# block 1

Block 1, sequential cells grouped by signal name:
Scale: 6 px per micron. Other sequential cells in the stronger grey, the rest of the logic in the fainter grey.
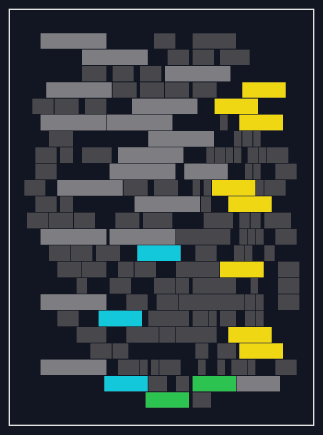

[config.mk]
export PLATFORM = sky130hd
export DESIGN_NAME = serial_subtractor
export DESIGN_NICKNAME = d
export VERILOG_FILES = /design/src/rtl/serial_sub_pkg.sv /design/src/rtl/full_subtractor.sv /design/src/rtl/serial_subtractor.sv
export SDC_FILE = /design/constraint.sdc
export NUM_CORES = 1
export LEC_CHECK = 0
export CAP_MARGIN = 10
export CORE_ASPECT_RATIO = 1.4
export CORE_MARGIN = 2
export CORE_UTILIZATION = 44
export DETAILED_ROUTE_END_ITERATION = 12
export PLACE_DENSITY = 0.71
export SLEW_MARGIN = 10
export SYNTH_ARGS = -nofsm -noshare
export SYNTH_HDL_FRONTEND = slang
export SYNTH_HIERARCHICAL = 1
export SYNTH_SLANG_ARGS = --single-unit
export TNS_END_PERCENT = 1
[constraint.sdc]
create_clock -name clk -period 1.53 [get_ports clk]
set_input_delay 0.2295 -clock clk [delete_from_list [all_inputs] [get_ports clk]]
set_output_delay 0.2295 -clock clk [all_outputs]
set_load 0.02 [all_outputs]
[src/rtl/serial_sub_pkg.sv]
// Shared types for the bit-serial subtractor.
package serial_sub_pkg;

  typedef enum logic [1:0] {
    IDLE = 2'd0,
    RUN  = 2'd1,
    DONE = 2'd2
  } state_t;

endpackage

[src/rtl/full_subtractor.sv]
// Single-bit full subtractor cell: d = ai - bi - bin, with borrow out.
module full_subtractor (
  input  logic ai,
  input  logic bi,
  input  logic bin,
  output logic d,
  output logic bout
);

  assign d    = ai ^ bi ^ bin;
  assign bout = (~ai & bi) | (~(ai ^ bi) & bin);

endmodule

[src/rtl/serial_subtractor.sv]
// Bit-serial a - b, one bit per cycle LSB first, with a done pulse after WIDTH cycles.
// Define SERIAL_SUB_OVF_EN to add the registered signed-overflow output ovf.
module serial_subtractor
  import serial_sub_pkg::*;
#(
  parameter int WIDTH = 8
) (
  input  logic             clk,
  input  logic             rst,
  input  logic             start,
  input  logic [WIDTH-1:0] a,
  input  logic [WIDTH-1:0] b,
  output logic             busy,
  output logic             done,
  output logic [WIDTH-1:0] diff,
  output logic             borrow
`ifdef SERIAL_SUB_OVF_EN
  ,
  output logic             ovf
`endif
);

  localparam int             CNT_W = $clog2(WIDTH);
  localparam logic [CNT_W-1:0] LAST  = CNT_W'(WIDTH - 1);

  state_t           state;
  state_t           state_next;
  logic             load;
  logic             step;
  logic             last;

  logic [WIDTH-1:0] a_sr;
  logic [WIDTH-1:0] b_sr;
  logic [WIDTH-1:0] res;
  logic [CNT_W-1:0] cnt;
  logic             br;
  logic             borrow_q;

  logic             d;
  logic             bout;

  // Control: state register
  always_ff @(posedge clk) begin
    if (rst) begin
      state <= IDLE;
    end else begin
      state <= state_next;
    end
  end

  always_comb begin
    state_next = state;
    load       = 1'b0;
    step       = 1'b0;
    last       = (cnt == LAST);
    case (state)
      IDLE: begin
        if (start) begin
          load       = 1'b1;
          state_next = RUN;
        end
      end
      RUN: begin
        step = 1'b1;
        if (last) begin
          state_next = DONE;
        end
      end
      DONE: begin
        state_next = IDLE;
      end
      default: begin
        state_next = IDLE;
      end
    endcase
  end

  assign busy = (state == RUN);
  assign done = (state == DONE);

  full_subtractor u_cell (
    .ai   (a_sr[0]),
    .bi   (b_sr[0]),
    .bin  (br),
    .d    (d),
    .bout (bout)
  );

  // Operand shift registers carry no reset; they are always loaded before use
  always_ff @(posedge clk) begin
    if (load) begin
      a_sr <= a;
      b_sr <= b;
    end else if (step) begin
      a_sr <= {1'b0, a_sr[WIDTH-1:1]};
      b_sr <= {1'b0, b_sr[WIDTH-1:1]};
    end
  end

  // Bit stage: borrow chain, counter, result shift and final flags
  always_ff @(posedge clk) begin
    if (rst) begin
      cnt      <= '0;
      br       <= 1'b0;
      res      <= '0;
      borrow_q <= 1'b0;
    end else if (load) begin
      cnt <= '0;
      br  <= 1'b0;
    end else if (step) begin
      br  <= bout;
      res <= {d, res[WIDTH-1:1]};
      if (last) begin
        borrow_q <= bout;
      end else begin
        cnt <= cnt + CNT_W'(1);
      end
    end
  end

  assign diff   = res;
  assign borrow = borrow_q;

`ifdef SERIAL_SUB_OVF_EN
  logic ovf_q;

  function automatic logic signed_ovf(input logic a_msb, input logic b_msb,
                                      input logic d_msb);
    return (a_msb != b_msb) && (d_msb != a_msb);
  endfunction

  // On the last bit the shift registers present the operand sign bits
  always_ff @(posedge clk) begin
    if (rst) begin
      ovf_q <= 1'b0;
    end else if (step && last) begin
      ovf_q <= signed_ovf(a_sr[0], b_sr[0], d);
    end
  end

  assign ovf = ovf_q;
`endif

endmodule

# block 2

[src/rtl/boot_sequencer_if.sv]
// Mode-controller bus: programming requests from the board, the UART programmer
// write/done strobes, and the reset/status outputs towards the CPU and display.
interface boot_sequencer_if #(
  parameter int CNT_W = 14
);
  logic             start_pg;
  logic             enter;
  logic             upg_done_i;
  logic             upg_wen_i;
  logic [14:0]      upg_adr_i;
  logic             upg_rst;
  logic             cpu_rst;
  logic             inited;
  logic [2:0]       state;
  logic [CNT_W-1:0] imem_words;
  logic [CNT_W-1:0] dmem_words;
  logic             err;

  modport master (
    output start_pg, enter, upg_done_i, upg_wen_i, upg_adr_i,
    input  upg_rst, cpu_rst, inited, state, imem_words, dmem_words, err
  );

  modport slave (
    input  start_pg, enter, upg_done_i, upg_wen_i, upg_adr_i,
    output upg_rst, cpu_rst, inited, state, imem_words, dmem_words, err
  );
endinterface

[src/rtl/boot_sequencer.sv]
// IDLE/PROG/READY/RUN sequencer that hands memories to the UART programmer or the CPU.
// Optional PROG inactivity timeout enabled by defining BOOT_TIMEOUT_EN.
module boot_sequencer #(
  parameter int unsigned TIMEOUT_CYCLES = 50_000_000,
  parameter int          CNT_W          = 14
) (
  input  logic             clock,
  input  logic             reset,
  boot_sequencer_if.slave  bus
);
  typedef enum logic [2:0] {
    S_IDLE  = 3'd0,
    S_PROG  = 3'd1,
    S_READY = 3'd2,
    S_RUN   = 3'd3,
    S_ERR   = 3'd4
  } state_e;

  state_e           state_q, state_d;
  logic [1:0]       done_sync_q, wen_sync_q;
  logic             wen_prev_q;
  logic             adr_sel_q;
  logic             armed_q, armed_d;
  logic [CNT_W-1:0] imem_q, imem_d, dmem_q, dmem_d;
  logic             sync_done, sync_wen, wr_pulse, enter_prog;
  logic             unused_adr_bits;

  assign sync_done       = done_sync_q[1];
  assign sync_wen        = wen_sync_q[1];
  assign wr_pulse        = sync_wen & ~wen_prev_q;
  assign unused_adr_bits = ^bus.upg_adr_i[13:0];

`ifdef BOOT_TIMEOUT_EN
  logic [31:0] timer_q, timer_d;
`endif

  always_ff @(posedge clock) begin
    if (reset) begin
      state_q     <= S_IDLE;
      done_sync_q <= 2'b00;
      wen_sync_q  <= 2'b00;
      wen_prev_q  <= 1'b0;
      adr_sel_q   <= 1'b0;
      armed_q     <= 1'b0;
      imem_q      <= '0;
      dmem_q      <= '0;
`ifdef BOOT_TIMEOUT_EN
      timer_q     <= '0;
`endif
    end else begin
      state_q     <= state_d;
      done_sync_q <= {done_sync_q[0], bus.upg_done_i};
      wen_sync_q  <= {wen_sync_q[0], bus.upg_wen_i};
      wen_prev_q  <= sync_wen;
      // Capture the bank select on the edge where sync_wen rises; the address is stable by then.
      if (wen_sync_q[0] && !wen_sync_q[1])
        adr_sel_q <= bus.upg_adr_i[14];
      armed_q     <= armed_d;
      imem_q      <= imem_d;
      dmem_q      <= dmem_d;
`ifdef BOOT_TIMEOUT_EN
      timer_q     <= timer_d;
`endif
    end
  end

  always_comb begin
    state_d    = state_q;
    armed_d    = armed_q;
    imem_d     = imem_q;
    dmem_d     = dmem_q;
    enter_prog = 1'b0;
`ifdef BOOT_TIMEOUT_EN
    timer_d    = timer_q;
`endif
    case (state_q)
      S_IDLE: begin
        if (bus.start_pg)   enter_prog = 1'b1;
        else if (bus.enter) state_d    = S_RUN;
      end
      S_PROG: begin
        if (!sync_done) armed_d = 1'b1;
        if (wr_pulse) begin
          if (adr_sel_q) begin
            if (dmem_q != '1) dmem_d = dmem_q + 1'b1;
          end else begin
            if (imem_q != '1) imem_d = imem_q + 1'b1;
          end
        end
`ifdef BOOT_TIMEOUT_EN
        timer_d = wr_pulse ? 32'd0 : timer_q + 32'd1;
`endif
        // armed blocks a done level that was still high from the previous session.
        if (armed_q && sync_done)
          state_d = S_READY;
`ifdef BOOT_TIMEOUT_EN
        else if (!wr_pulse && timer_q == 32'(TIMEOUT_CYCLES - 1))
          state_d = S_ERR;
`endif
      end
      S_READY: begin
        if (bus.start_pg)   enter_prog = 1'b1;
        else if (bus.enter) state_d    = S_RUN;
      end
      S_RUN, S_ERR: begin
        if (bus.start_pg) enter_prog = 1'b1;
      end
      default: state_d = S_IDLE;
    endcase

    if (enter_prog) begin
      state_d = S_PROG;
      armed_d = 1'b0;
      imem_d  = '0;
      dmem_d  = '0;
`ifdef BOOT_TIMEOUT_EN
      timer_d = '0;
`endif
    end
  end

  always_comb begin
    bus.upg_rst = 1'b1;
    bus.cpu_rst = 1'b1;
    bus.inited  = 1'b0;
    case (state_q)
      S_PROG:  bus.upg_rst = 1'b0;
      S_RUN: begin
        bus.cpu_rst = 1'b0;
        bus.inited  = 1'b1;
      end
      default: ;
    endcase
  end

`ifdef BOOT_TIMEOUT_EN
  assign bus.err = (state_q == S_ERR);
`else
  assign bus.err = 1'b0;
`endif

  assign bus.state      = 3'(state_q);
  assign bus.imem_words = imem_q;
  assign bus.dmem_words = dmem_q;
endmodule
[src/flat_wrapper.sv]
// flat-port wrapper written by rule: the top's interface ports become plain ports
module boot_sequencer_flat 
#(
  parameter int unsigned TIMEOUT_CYCLES = 50_000_000,
  parameter int          CNT_W          = 14
)
  (clock, reset, bus_start_pg, bus_enter, bus_upg_done_i, bus_upg_wen_i, bus_upg_adr_i, bus_upg_rst, bus_cpu_rst, bus_inited, bus_state, bus_imem_words, bus_dmem_words, bus_err);
  boot_sequencer_if #(.CNT_W(CNT_W)) bus_i ();
  input  logic clock;
  input  logic reset;
  input wire logic [$bits(bus_i.start_pg)-1:0] bus_start_pg;
  input wire logic [$bits(bus_i.enter)-1:0] bus_enter;
  input wire logic [$bits(bus_i.upg_done_i)-1:0] bus_upg_done_i;
  input wire logic [$bits(bus_i.upg_wen_i)-1:0] bus_upg_wen_i;
  input wire logic [$bits(bus_i.upg_adr_i)-1:0] bus_upg_adr_i;
  output wire logic [$bits(bus_i.upg_rst)-1:0] bus_upg_rst;
  output wire logic [$bits(bus_i.cpu_rst)-1:0] bus_cpu_rst;
  output wire logic [$bits(bus_i.inited)-1:0] bus_inited;
  output wire logic [$bits(bus_i.state)-1:0] bus_state;
  output wire logic [$bits(bus_i.imem_words)-1:0] bus_imem_words;
  output wire logic [$bits(bus_i.dmem_words)-1:0] bus_dmem_words;
  output wire logic [$bits(bus_i.err)-1:0] bus_err;
  assign bus_i.start_pg = bus_start_pg;
  assign bus_i.enter = bus_enter;
  assign bus_i.upg_done_i = bus_upg_done_i;
  assign bus_i.upg_wen_i = bus_upg_wen_i;
  assign bus_i.upg_adr_i = bus_upg_adr_i;
  assign bus_upg_rst = bus_i.upg_rst;
  assign bus_cpu_rst = bus_i.cpu_rst;
  assign bus_inited = bus_i.inited;
  assign bus_state = bus_i.state;
  assign bus_imem_words = bus_i.imem_words;
  assign bus_dmem_words = bus_i.dmem_words;
  assign bus_err = bus_i.err;
  boot_sequencer #(.TIMEOUT_CYCLES(TIMEOUT_CYCLES), .CNT_W(CNT_W)) u_core (.clock(clock), .reset(reset), .bus(bus_i));
endmodule
[config.mk]
export PLATFORM = sky130hd
export DESIGN_NAME = boot_sequencer_flat
export DESIGN_NICKNAME = d
export VERILOG_FILES = /design/src/rtl/boot_sequencer_if.sv /design/src/rtl/boot_sequencer.sv /design/src/flat_wrapper.sv
export SDC_FILE = /design/constraint.sdc
export NUM_CORES = 1
export LEC_CHECK = 0
export CAP_MARGIN = 5
export CELL_PAD_IN_SITES_DETAIL_PLACEMENT = 0
export CELL_PAD_IN_SITES_GLOBAL_PLACEMENT = 2
export CORE_MARGIN = 2
export CORE_UTILIZATION = 28
export DETAILED_ROUTE_END_ITERATION = 10
export HOLD_SLACK_MARGIN = 0.03
export PLACE_DENSITY_LB_ADDON = 0.25
export SLEW_MARGIN = 20
export SYNTH_ARGS = -nofsm -noshare
export SYNTH_HDL_FRONTEND = slang
export SYNTH_SLANG_ARGS = --single-unit
[constraint.sdc]
create_clock -name clock -period 3.7 [get_ports clock]
set_clock_uncertainty 0.1 [all_clocks]
set_input_delay 0.74 -clock clock [delete_from_list [all_inputs] [get_ports clock]]
set_output_delay 0.74 -clock clock [all_outputs]
set_load 0.01 [all_outputs]
# block 3

--- src/rtl/aes_ct_serializer_if.sv ---
// Capture/stream bundle for aes_ct_serializer: ciphertext capture from the round
// controller plus the valid/ready word stream toward the sink.
interface aes_ct_serializer_if #(
    parameter int DATA_W = 128,
    parameter int WORD_W = 32
) ();
    logic [DATA_W-1:0] ct_in;
    logic              eno;
    logic [WORD_W-1:0] out_data;
    logic              out_valid;
    logic              out_ready;
    logic              out_last;

    // master: the environment (controller + sink); slave: the serializer
    modport master (
        output ct_in, eno, out_ready,
        input  out_data, out_valid, out_last
    );

    modport slave (
        input  ct_in, eno, out_ready,
        output out_data, out_valid, out_last
    );
endinterface

--- src/rtl/aes_ct_serializer.sv ---
// AES ciphertext serializer: captures a block on eno, streams it MSW first.
// Define AES_CT_SER_DBUF_EN to add a one-block hold buffer behind the shift register.
//
// state | meaning
// IDLE  | no block in flight, out_valid low
// SEND  | block in shift register, word r_cnt presented
module aes_ct_serializer #(
    parameter int DATA_W = 128,
    parameter int WORD_W = 32
) (
    input  logic                 clk,
    input  logic                 rst,
    aes_ct_serializer_if.slave   bus,
    input  logic                 i_ovf_clr,
    output logic                 o_busy,
    output logic                 o_ovf
);
    localparam int NWORDS = DATA_W / WORD_W;
    localparam int CNT_W  = (NWORDS > 1) ? $clog2(NWORDS) : 1;

    typedef enum logic {IDLE, SEND} state_t;

    state_t             r_state;
    logic [DATA_W-1:0]  r_shift;
    logic [CNT_W-1:0]   r_cnt;
    logic               r_valid;
    logic               r_last;
    logic               r_ovf;
`ifdef AES_CT_SER_DBUF_EN
    logic [DATA_W-1:0]  r_hold;
    logic               r_hold_full;
`endif

    wire logic w_xfer      = r_valid & bus.out_ready;
    wire logic w_at_last   = (r_cnt == CNT_W'(NWORDS - 1));
    wire logic w_last_xfer = w_xfer & w_at_last;

    // A block arriving on the final transfer is always taken; otherwise it needs free storage.
`ifdef AES_CT_SER_DBUF_EN
    wire logic w_drop = bus.eno & r_hold_full & ~w_last_xfer;
`else
    wire logic w_drop = bus.eno & (r_state == SEND) & ~w_last_xfer;
`endif

    always_ff @(posedge clk or negedge rst) begin
        if (!rst) begin
            r_state     <= IDLE;
            r_shift     <= '0;
            r_cnt       <= '0;
            r_valid     <= 1'b0;
            r_last      <= 1'b0;
            r_ovf       <= 1'b0;
`ifdef AES_CT_SER_DBUF_EN
            r_hold      <= '0;
            r_hold_full <= 1'b0;
`endif
        end else begin
            if (w_drop)
                r_ovf <= 1'b1;
            else if (i_ovf_clr)
                r_ovf <= 1'b0;

            case (r_state)
                IDLE: begin
                    if (bus.eno) begin
                        r_shift <= bus.ct_in;
                        r_cnt   <= '0;
                        r_valid <= 1'b1;
                        r_last  <= (NWORDS == 1);
                        r_state <= SEND;
                    end
                end
                SEND: begin
                    if (w_last_xfer) begin
`ifdef AES_CT_SER_DBUF_EN
                        if (r_hold_full) begin
                            r_shift <= r_hold;
                            r_cnt   <= '0;
                            r_last  <= (NWORDS == 1);
                            if (bus.eno)
                                r_hold <= bus.ct_in;
                            else
                                r_hold_full <= 1'b0;
                        end else if (bus.eno) begin
`else
                        if (bus.eno) begin
`endif
                            r_shift <= bus.ct_in;
                            r_cnt   <= '0;
                            r_last  <= (NWORDS == 1);
                        end else begin
                            r_shift <= '0;
                            r_cnt   <= '0;
                            r_valid <= 1'b0;
                            r_last  <= 1'b0;
                            r_state <= IDLE;
                        end
                    end else begin
                        if (w_xfer) begin
                            r_shift <= r_shift << WORD_W;
                            r_cnt   <= r_cnt + CNT_W'(1);
                            r_last  <= (r_cnt == CNT_W'(NWORDS - 2));
                        end
`ifdef AES_CT_SER_DBUF_EN
                        if (bus.eno && !r_hold_full) begin
                            r_hold      <= bus.ct_in;
                            r_hold_full <= 1'b1;
                        end
`endif
                    end
                end
            endcase
        end
    end

    assign bus.out_data  = r_shift[DATA_W-1 -: WORD_W];
    assign bus.out_valid = r_valid;
    assign bus.out_last  = r_last;
    assign o_ovf         = r_ovf;
`ifdef AES_CT_SER_DBUF_EN
    assign o_busy        = r_hold_full;
`else
    assign o_busy        = (r_state == SEND);
`endif
endmodule
--- src/flat_wrapper.sv ---
// flat-port wrapper written by rule: the top's interface ports become plain ports
module aes_ct_serializer_flat 
#(
    parameter int DATA_W = 128,
    parameter int WORD_W = 32
)
  (clk, rst, i_ovf_clr, o_busy, o_ovf, bus_ct_in, bus_eno, bus_out_ready, bus_out_data, bus_out_valid, bus_out_last);
  aes_ct_serializer_if #(.DATA_W(DATA_W), .WORD_W(WORD_W)) bus_i ();
  input  logic clk;
  input  logic rst;
  input  logic i_ovf_clr;
  output logic o_busy;
  output logic o_ovf;
  input wire logic [$bits(bus_i.ct_in)-1:0] bus_ct_in;
  input wire logic [$bits(bus_i.eno)-1:0] bus_eno;
  input wire logic [$bits(bus_i.out_ready)-1:0] bus_out_ready;
  output wire logic [$bits(bus_i.out_data)-1:0] bus_out_data;
  output wire logic [$bits(bus_i.out_valid)-1:0] bus_out_valid;
  output wire logic [$bits(bus_i.out_last)-1:0] bus_out_last;
  assign bus_i.ct_in = bus_ct_in;
  assign bus_i.eno = bus_eno;
  assign bus_i.out_ready = bus_out_ready;
  assign bus_out_data = bus_i.out_data;
  assign bus_out_valid = bus_i.out_valid;
  assign bus_out_last = bus_i.out_last;
  aes_ct_serializer #(.DATA_W(DATA_W), .WORD_W(WORD_W)) u_core (.clk(clk), .rst(rst), .bus(bus_i), .i_ovf_clr(i_ovf_clr), .o_busy(o_busy), .o_ovf(o_ovf));
endmodule
--- config.mk ---
export PLATFORM = sky130hd
export DESIGN_NAME = aes_ct_serializer_flat
export DESIGN_NICKNAME = d
export VERILOG_FILES = /design/src/rtl/aes_ct_serializer_if.sv /design/src/rtl/aes_ct_serializer.sv /design/src/flat_wrapper.sv
export SDC_FILE = /design/constraint.sdc
export NUM_CORES = 1
export LEC_CHECK = 0
export CORE_MARGIN = 2
export CORE_UTILIZATION = 46
export CTS_BUF_LIST = sky130_fd_sc_hd__clkbuf_4 sky130_fd_sc_hd__clkbuf_8
export CTS_CLUSTER_SIZE = 10
export DETAILED_ROUTE_END_ITERATION = 10
export GPL_TIMING_DRIVEN = 1
export PLACE_DENSITY = 0.79
export SLEW_MARGIN = 20
export SYNTH_ARGS = -nofsm -noshare
export SYNTH_HDL_FRONTEND = slang
export SYNTH_SLANG_ARGS = --single-unit
--- constraint.sdc ---
create_clock -name clk -period 1.55 [get_ports clk]
set_clock_uncertainty 0.05 [all_clocks]
set_input_delay 0.31 -clock clk [delete_from_list [all_inputs] [get_ports clk]]
set_output_delay 0.31 -clock clk [all_outputs]
set_load 0.005 [all_outputs]
# block 4

$ cat src/rtl/clk_pkg.sv
// Shared definitions for the clock/reset unit: the ratio monitor state
// encoding and the ratio width shared with the programmable divider.
package clk_pkg;

   // Width of divider ratios and of the monitor's period/high counters.
   localparam int unsigned CLK_RATIO_W = 8;

   // Ratio monitor FSM states.
   typedef enum logic [1:0] {
      MON_IDLE    = 2'd0,
      MON_SEEK    = 2'd1,
      MON_MEASURE = 2'd2
   } mon_state_e;

endpackage : clk_pkg

$ cat src/rtl/clk_sync_bit.sv
// Single-bit multi-flop synchroniser for an asynchronous input.
// Flops reset to 0; the output is the last stage of the chain.
module clk_sync_bit #(
   parameter int unsigned NUM_STAGES = 2
) (
   input  logic clk_i,
   input  logic rst_ni,
   input  logic d_i,
   output logic q_o
);

   logic [NUM_STAGES-1:0] sync_q;

   // Shift the async input through the synchroniser chain.
   always_ff @(posedge clk_i or negedge rst_ni) begin
      if (!rst_ni) begin
         sync_q <= '0;
      end else begin
         sync_q <= {sync_q[NUM_STAGES-2:0], d_i};
      end
   end

   assign q_o = sync_q[NUM_STAGES-1];

endmodule : clk_sync_bit

$ cat src/rtl/clk_ratio_monitor.sv
// Divided-clock ratio monitor: measures the period and high time of
// i_mon_clk in i_ref_clk cycles, reports each measurement, declares lock
// after LOCK_CNT identical consecutive periods, and flags ratio mismatch
// against i_exp_ratio or a missing rising edge (timeout).
module clk_ratio_monitor
   import clk_pkg::*;
#(
   parameter int unsigned SYNC_STAGES = 2,
   parameter int unsigned CNT_W       = CLK_RATIO_W,
   parameter int unsigned LOCK_CNT    = 4
) (
   input  logic             i_ref_clk,
   input  logic             i_rst_n,
   input  logic             i_en,
   input  logic             i_mon_clk,
   input  logic [CNT_W-1:0] i_exp_ratio,
   output logic [CNT_W-1:0] o_ratio,
   output logic [CNT_W-1:0] o_high_cycles,
   output logic             o_valid,
   output logic             o_locked,
   output logic             o_mismatch,
   output logic             o_timeout
);

   localparam int unsigned     MW        = (LOCK_CNT > 2) ? $clog2(LOCK_CNT) : 1;
   localparam logic [MW-1:0]   MATCH_MAX = MW'(LOCK_CNT - 1);
   localparam logic [CNT_W-1:0] CNT_ONE  = CNT_W'(1);

   // Synchronised monitored clock and its one-cycle delayed copy.
   logic mon_s;
   logic mon_s_dly_q;
   logic mon_rise;

   // FSM and measurement state.
   mon_state_e       state_q,     state_d;
   logic [CNT_W-1:0] per_cnt_q,   per_cnt_d;
   logic [CNT_W-1:0] hi_cnt_q,    hi_cnt_d;
   logic [MW-1:0]    match_cnt_q, match_cnt_d;
   logic             have_prev_q, have_prev_d;

   // Registered outputs.
   logic [CNT_W-1:0] ratio_q,     ratio_d;
   logic [CNT_W-1:0] high_q,      high_d;
   logic             valid_q,     valid_d;
   logic             locked_q,    locked_d;
   logic             mismatch_q,  mismatch_d;
   logic             timeout_q,   timeout_d;

   // Lock bookkeeping helpers for the rise cycle.
   logic             same_period;
   logic [MW-1:0]    match_next;

   clk_sync_bit #(
      .NUM_STAGES (SYNC_STAGES)
   ) u_mon_sync (
      .clk_i  (i_ref_clk),
      .rst_ni (i_rst_n),
      .d_i    (i_mon_clk),
      .q_o    (mon_s)
   );

   assign mon_rise = mon_s & ~mon_s_dly_q;

   // A measurement only counts toward lock if an earlier measurement from
   // the same SEEK->MEASURE run exists to compare against.
   assign same_period = have_prev_q && (per_cnt_q == ratio_q);
   assign match_next  = (match_cnt_q == MATCH_MAX) ? MATCH_MAX : (match_cnt_q + MW'(1));

   // State register, edge-detect delay flop and output registers.
   always_ff @(posedge i_ref_clk or negedge i_rst_n) begin
      if (!i_rst_n) begin
         mon_s_dly_q <= 1'b0;
         state_q     <= MON_IDLE;
         per_cnt_q   <= '0;
         hi_cnt_q    <= '0;
         match_cnt_q <= '0;
         have_prev_q <= 1'b0;
         ratio_q     <= '0;
         high_q      <= '0;
         valid_q     <= 1'b0;
         locked_q    <= 1'b0;
         mismatch_q  <= 1'b0;
         timeout_q   <= 1'b0;
      end else begin
         mon_s_dly_q <= mon_s;
         state_q     <= state_d;
         per_cnt_q   <= per_cnt_d;
         hi_cnt_q    <= hi_cnt_d;
         match_cnt_q <= match_cnt_d;
         have_prev_q <= have_prev_d;
         ratio_q     <= ratio_d;
         high_q      <= high_d;
         valid_q     <= valid_d;
         locked_q    <= locked_d;
         mismatch_q  <= mismatch_d;
         timeout_q   <= timeout_d;
      end
   end

   // Next-state, counter, lock and output logic.
   always_comb begin
      state_d     = state_q;
      per_cnt_d   = per_cnt_q;
      hi_cnt_d    = hi_cnt_q;
      match_cnt_d = match_cnt_q;
      have_prev_d = have_prev_q;
      ratio_d     = ratio_q;
      high_d      = high_q;
      valid_d     = 1'b0;
      locked_d    = locked_q;
      mismatch_d  = mismatch_q;
      timeout_d   = timeout_q;

      if (!i_en) begin
         state_d     = MON_IDLE;
         per_cnt_d   = '0;
         hi_cnt_d    = '0;
         match_cnt_d = '0;
         have_prev_d = 1'b0;
         ratio_d     = '0;
         high_d      = '0;
         locked_d    = 1'b0;
         mismatch_d  = 1'b0;
         timeout_d   = 1'b0;
      end else begin
         unique case (state_q)
            MON_IDLE: begin
               state_d = MON_SEEK;
            end

            MON_SEEK: begin
               if (mon_rise) begin
                  state_d   = MON_MEASURE;
                  per_cnt_d = CNT_ONE;
                  hi_cnt_d  = CNT_ONE;
               end
            end

            MON_MEASURE: begin
               if (mon_rise) begin
                  ratio_d     = per_cnt_q;
                  high_d      = hi_cnt_q;
                  valid_d     = 1'b1;
                  mismatch_d  = (per_cnt_q != i_exp_ratio);
                  timeout_d   = 1'b0;
                  per_cnt_d   = CNT_ONE;
                  hi_cnt_d    = CNT_ONE;
                  have_prev_d = 1'b1;
                  if (same_period) begin
                     match_cnt_d = match_next;
                     locked_d    = (match_next == MATCH_MAX);
                  end else begin
                     match_cnt_d = '0;
                     locked_d    = 1'b0;
                  end
               end else if (per_cnt_q == '1) begin
                  // Period counter exhausted: abandon this measurement but
                  // keep the last reported ratio visible.
                  state_d     = MON_SEEK;
                  timeout_d   = 1'b1;
                  locked_d    = 1'b0;
                  match_cnt_d = '0;
                  have_prev_d = 1'b0;
               end else begin
                  per_cnt_d = per_cnt_q + CNT_ONE;
                  if (mon_s && (hi_cnt_q != '1)) begin
                     hi_cnt_d = hi_cnt_q + CNT_ONE;
                  end
               end
            end

            default: begin
               state_d = MON_IDLE;
            end
         endcase
      end
   end

   assign o_ratio       = ratio_q;
   assign o_high_cycles = high_q;
   assign o_valid       = valid_q;
   assign o_locked      = locked_q;
   assign o_mismatch    = mismatch_q;
   assign o_timeout     = timeout_q;

endmodule : clk_ratio_monitor

$ cat config.mk
export PLATFORM = sky130hd
export DESIGN_NAME = clk_ratio_monitor
export DESIGN_NICKNAME = d
export VERILOG_FILES = /design/src/rtl/clk_pkg.sv /design/src/rtl/clk_sync_bit.sv /design/src/rtl/clk_ratio_monitor.sv
export SDC_FILE = /design/constraint.sdc
export NUM_CORES = 1
export LEC_CHECK = 0
export CAP_MARGIN = 5
export CORE_MARGIN = 2
export CORE_UTILIZATION = 51
export DETAILED_ROUTE_END_ITERATION = 7
export PLACE_DENSITY = 0.75
export SYNTH_ARGS = -nofsm -noshare
export SYNTH_HDL_FRONTEND = slang
export SYNTH_HIERARCHICAL = 1
export SYNTH_SLANG_ARGS = --single-unit
$ cat constraint.sdc
create_clock -name i_ref_clk -period 2.1 [get_ports i_ref_clk]
set_clock_uncertainty 0.05 [all_clocks]
set_input_delay 0.42 -clock i_ref_clk [delete_from_list [all_inputs] [get_ports i_ref_clk]]
set_output_delay 0.42 -clock i_ref_clk [all_outputs]
set_load 0.02 [all_outputs]
Block 1, wire density map:
Scale: 6 px per micron. 10 x 14 tiles, from dark purple (low) to yellow (high), scaled to the fullest tile. Values are wire area over tile area, all layers added.
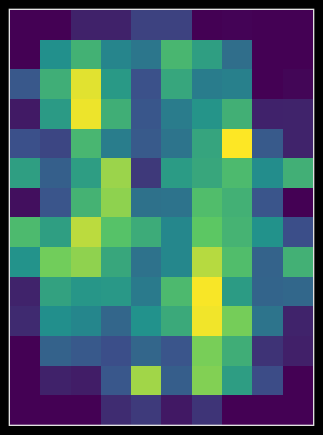
tiles over half the peak: 40%
mean over tiles: 0.10
nearly empty tiles: 15%
fullest tile: 0.27

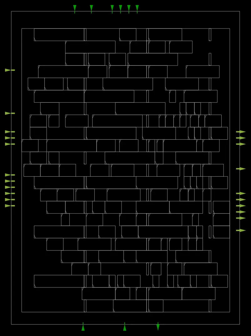
Block 1: cell outlines without signal wires
count of flip-flops and latches: 31
non-filler instance count after layout: 179
num tapcells: 37
Site Rows: 23

Notes on 'sequential cells grouped by signal name' of block 1 above:
[state] green | flops: 2
[cnt] cyan | flops: 3
[diff] yellow | flops: 8
not coloured: 18

==> results.cfg, block 1 <==
; yosys + openroad results
[logic_synthesis]
common_cells = 17 x nand2_1, 16 x edfxtp_1, 15 x dfxtp_1, 13 x mux2_2, 8 x a21oi_1
ys_sh_simple_pct = 14.8
top_area_cell = edfxtp_1
top_cells_by_area = edfxtp_1 36%, dfxtp_1 23%, mux2_2 11%, nand2_1 4.8%, buf_6 3.4%
syn_avg_cell_area_sq_um = 12.9
postSynth.topFlopCell = edfxtp_1
synthDistinctLibCells = 25

[cells_and_area]
areaGrowthSynthToFinish_pct = 36.4
flop_area_sq_um = 781
post_route_cells_drive_above_1_share_pct = 27.5

[global_routing]
largest_net_degree_at_the_start_of_global_routing = 19

[outcome]
outcome = finished, final reports clean

[sta]
finalSetupViolations = 0

[routing]
remaining_drc_errors = 0

[power]
netSwitchingFraction_pct = 21.3
power_density_nw_per_um2 = 1110

[place]
dp.final_hpwl_mm = 1.56
gp_congestion = 0.672
placed_cells_incl_taps = 171

[worst_setup_path]
cp_max_fo = 3
worst-path-buf-inv = 1

[clock_network]
tritoncts = built

[floorplanning]
coreArea_sq_um = 2880

[min_path]
hold_start = diff[0]
-- block 1: sequential cells by signal, indices dropped and copies added (netlist names) --
| signal | flops |
|---|---|
| a_sr | 8 |
| b_sr | 8 |
| diff | 8 |
| cnt | 3 |
| state | 2 |
| borrow | 1 |
| br | 1 |
-- block 1: worst min-delay path, delay by kind of cell (launching register included) --
family	cells	cell delay, ps
and+or+nand+nor	1	50
DFF	1	310
AOI/OAI and AO/OA	1	50
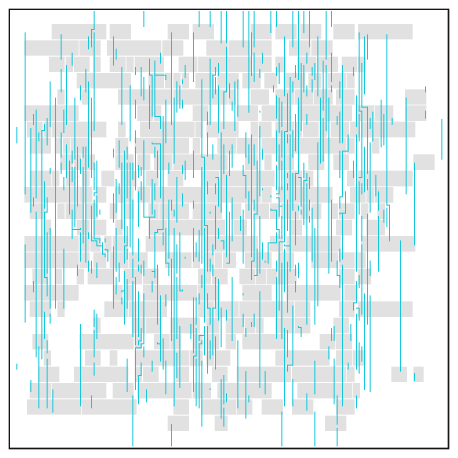
Block 4: metal 2
Scale: 6 px per micron. Cells faint in the background.
nets with wire on the layer: 252
share of all routed wire: 51%
longest straight run: 38.1 microns
wire length on this layer: 2740 microns
count of vias placed by the detailed router: 2003
total routed wirelength: 5.38 mm

==> results.cfg, block 4 <==
; yosys + openroad results
[outcome]
outcome = finished, final reports clean

[clock_network]
clock_tree.root_cell = clkbuf_8
tritoncts.num_buffers = 5

[worst_setup_path]
crit_path_end = match_cnt_q[0]
r2r_cells = 5
crit-reg2reg-launch = per_cnt_q[0]
total_number_of_cells_along_the_worst_setup_path = 5

[logic_synthesis]
top_cells_by_area = dfrtp_1 45%, nand2_1 6.3%, xor2_1 5.8%, a21boi_0 4.6%, nand3_1 1.9%
postSynthSeqShare_pct = 45.4

[run]
maxCapViolations = 0

[sta]
finalHoldWorstSlack_ps = 145
clock.fmax_mhz = 506
period_minus_slack_ps = 1980

[power]
power_density_nw_per_um2 = 525
pg_comb_mw = 0.129
p_comb_share_pct = 8.4

[cells_and_area]
post_route_cells_drive_above_1_share_pct = 11.8
areaGrowthSynthToFinish_pct = 20.7

[global_routing]
global_route.usage.met3_pct = 3.73
## block 4: cell families after synthesis
logic type / Yosys count / synth area share, %
simple gates: 96 / 20.9
buf+inv: 26 / 5.36
flops: 44 / 45.4
xor+xnor: 16 / 5.78
fa+ha+maj: 2 / 1.03
compound gates: 67 / 21.5
## block 4: area by class of cell
type / instances / area share, %
Clock buffer: 8 / 3.08
Inverter: 8 / 1.03
Multi-Input combinational cell: 181 / 40.8
Sequential cell: 44 / 37.6
Tap cell: 54 / 2.31
Timing Repair Buffer: 48 / 15.2
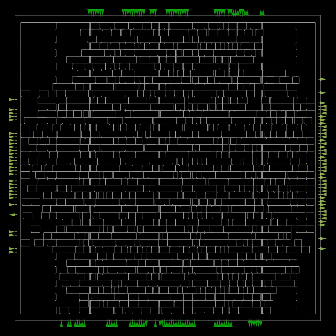
Block 3: cell outlines without signal wires
Site Rows: 43
num tapcells: 180
count of flip-flops and latches: 134
Filler cells: 822
post-layout utilization of the core: 74.0%

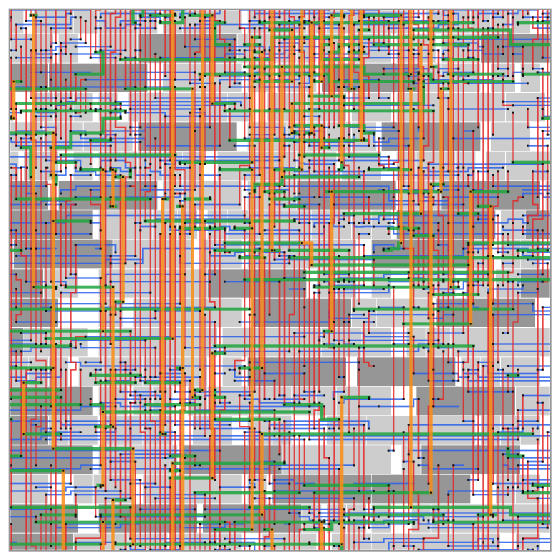
Block 3: zoomed window
Window x 36 to 86, y 61 to 111 microns. Cells in grey, sequential cells in the stronger grey; small squares are vias.
[metal 3] green
[metal 2] red
[metal 4] orange
[metal 1] blue
most frequent: dfrtp_1 (29), a31oi_1 (25), nor3_1 (23)
cells with their middle in the window: 196
sequential cells in the window: 29
netlist names of flops here include: u_core.r_shift (29)

==> results.cfg, block 3 <==
; yosys + openroad results
[sta]
max-slew-margin-rel_pct = 64.8
final_critical_path_share_of_the_clock_period_pct = 112
finalSetupViolations = 123
max_slew.worst_pin.slew_ps = 528
setup_ws_ps = -184

[power]
total_power_mw = 17.4

[global_routing]
gr-usage-all-layers_pct = 32.7
largest_net_degree_at_the_start_of_global_routing = 65

[logic_synthesis]
synth.mux.area_fraction_pct = 0
yosysCellCount = 686
ys_async_sr_fraction_pct = 100

[worst_setup_path]
worst_ep_arrival_time_ps = 2000
worstReg2RegEnd = u_core.r_shift[74]

[cells_and_area]
combAreaFraction_pct = 29.6
largest_reg_flops = 128

[outcome]
violations = negative setup slack
outcome = complete, but fails checks

[floorplanning]
die-area_sq_um = 15000
==> block 3: layer usage <==
layer  track usage, %  vias up  wire (microns)
met4             17.2        0            1560
li1                 -     2920               -
met2             52.1      628           12500
met3             6.60      175            2720
met1             42.3     3443            9680
met5                0        -               0
==> block 3: power by group through the flow <==
stage	clock (mW)	combinational (mW)	sequential [mW]
final	2.94	8.34	6.14
after global routing	3.08	8.86	6.21
after CTS	2.87	7.20	5.86
after detailed placement	0	5.61	5.92
after global placement	0	5.43	5.83
after floorplan	0	3.97	5.61
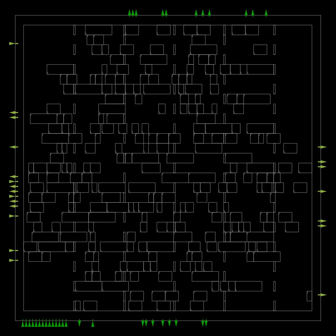
Block 2: cell outlines without signal wires
fraction of area in registers: 31.4%
Filler cells: 660

==> results.cfg, block 2 <==
; yosys + openroad results
[routing]
wire_per_inst_microns = 14.0

[power]
seqPwrFrac_pct = 55.6
leakage_nw = 0.705

[cells_and_area]
layout.nonclk_buf_share_pct = 17.5
clkCellAreaFrac_pct = 3.66
final_core_util_pct = 37.6
final_design_area_no_fill_sq_um = 2360

[place]
gp_congestion = 0.733
pre_cts_ws_ps = 1180
io_buffers = 39

[clock_network]
clock_tree.buffer_depth = 2
clock_tree.root_cell = clkbuf_8
cts.htree.levels = 2

[logic_synthesis]
common_cells = 37 x dfxtp_1, 24 x a21oi_1, 17 x nand2_1, 13 x o31ai_1, 11 x nand3_1
syn_avg_cell_area_sq_um = 8.48

[worst_setup_path]
data_required_time_at_the_worst_endpoint_ps = 2860
crit_path_end = bus_upg_rst
critPathSlowestCell = clkdlybuf4s50_1
worst_ep_arrival_time_ps = 1620

[min_path]
holdPathStages = 1

[global_routing]
grt_use_met1_pct = 20.2

[sta]
max-slew-margin-rel_pct = 49.5

[outcome]
outcome = finished, final reports clean
[block 2: cell families (layout without fill, tap and decap cells)]
| logic type | after synthesis | count (layout) | synth area share, % |
|---|---|---|---|
| AND/OR/NAND/NOR | 96 | 96 | 31.8 |
| AND-OR/OR-AND | 59 | 59 | 20.2 |
| flip-flops | 37 | 37 | 41.0 |
| buffers and inverters | 16 | 57 | 4.23 |
| adder cells (fa/ha/maj) | 2 | 2 | 1.39 |
| multiplexers | 2 | 2 | 1.11 |
| other | 1 | 2 | 0.208 |


==> notes/layouts.md <==
Pictures saved along the way, in no particular order.

Wire density map.
(a)
Scale: 4 px per micron. 17 x 17 tiles, from dark purple (low) to yellow (high), scaled to the fullest tile. Values are wire area over tile area, all layers added.
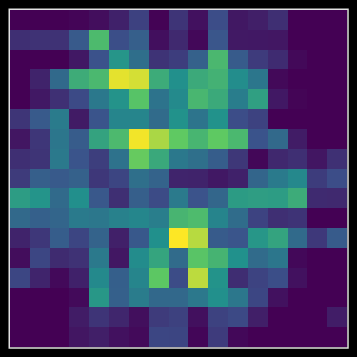
(b)
Scale: 3 px per micron. 25 x 25 tiles, from dark purple (low) to yellow (high), scaled to the fullest tile. Values are wire area over tile area, all layers added.
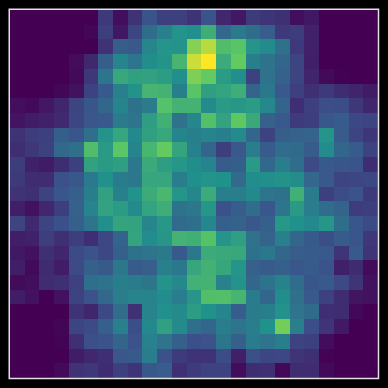
(c)
Scale: 4 px per micron. 15 x 15 tiles, from dark purple (low) to yellow (high), scaled to the fullest tile. Values are wire area over tile area, all layers added.
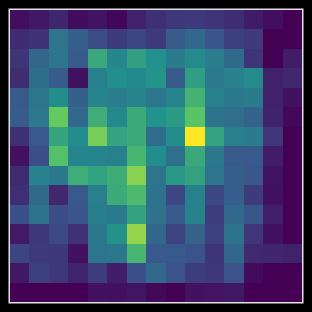
Of these, smallest die: (c)
Of these, largest die: (b)
| picture | from |
|---|---|
| (a) | block 2 |
| (b) | block 3 |
| (c) | block 4 |


==> screenshots <==
Cell sizes after repair.
shot_01.png
Scale: 3 px per micron.
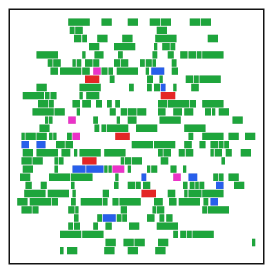
shot_02.png
Scale: 2 px per micron.
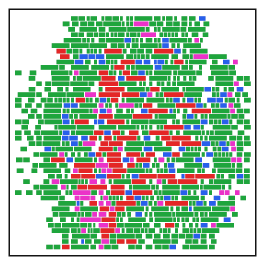
shot_03.png
Scale: 4 px per micron.
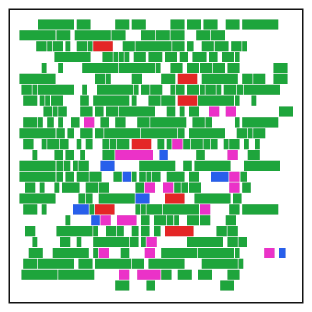
shot_04.png
Scale: 4 px per micron.
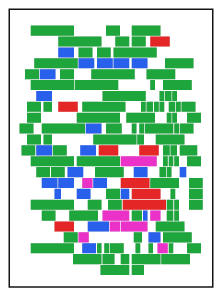
| picture | from |
|---|---|
| shot_03.png | block 4 |
| shot_01.png | block 2 |
| shot_02.png | block 3 |
| shot_04.png | block 1 |
Of these, fewest cells: shot_04.png

No activity file was given, so power comes from the tool's default toggle rates.
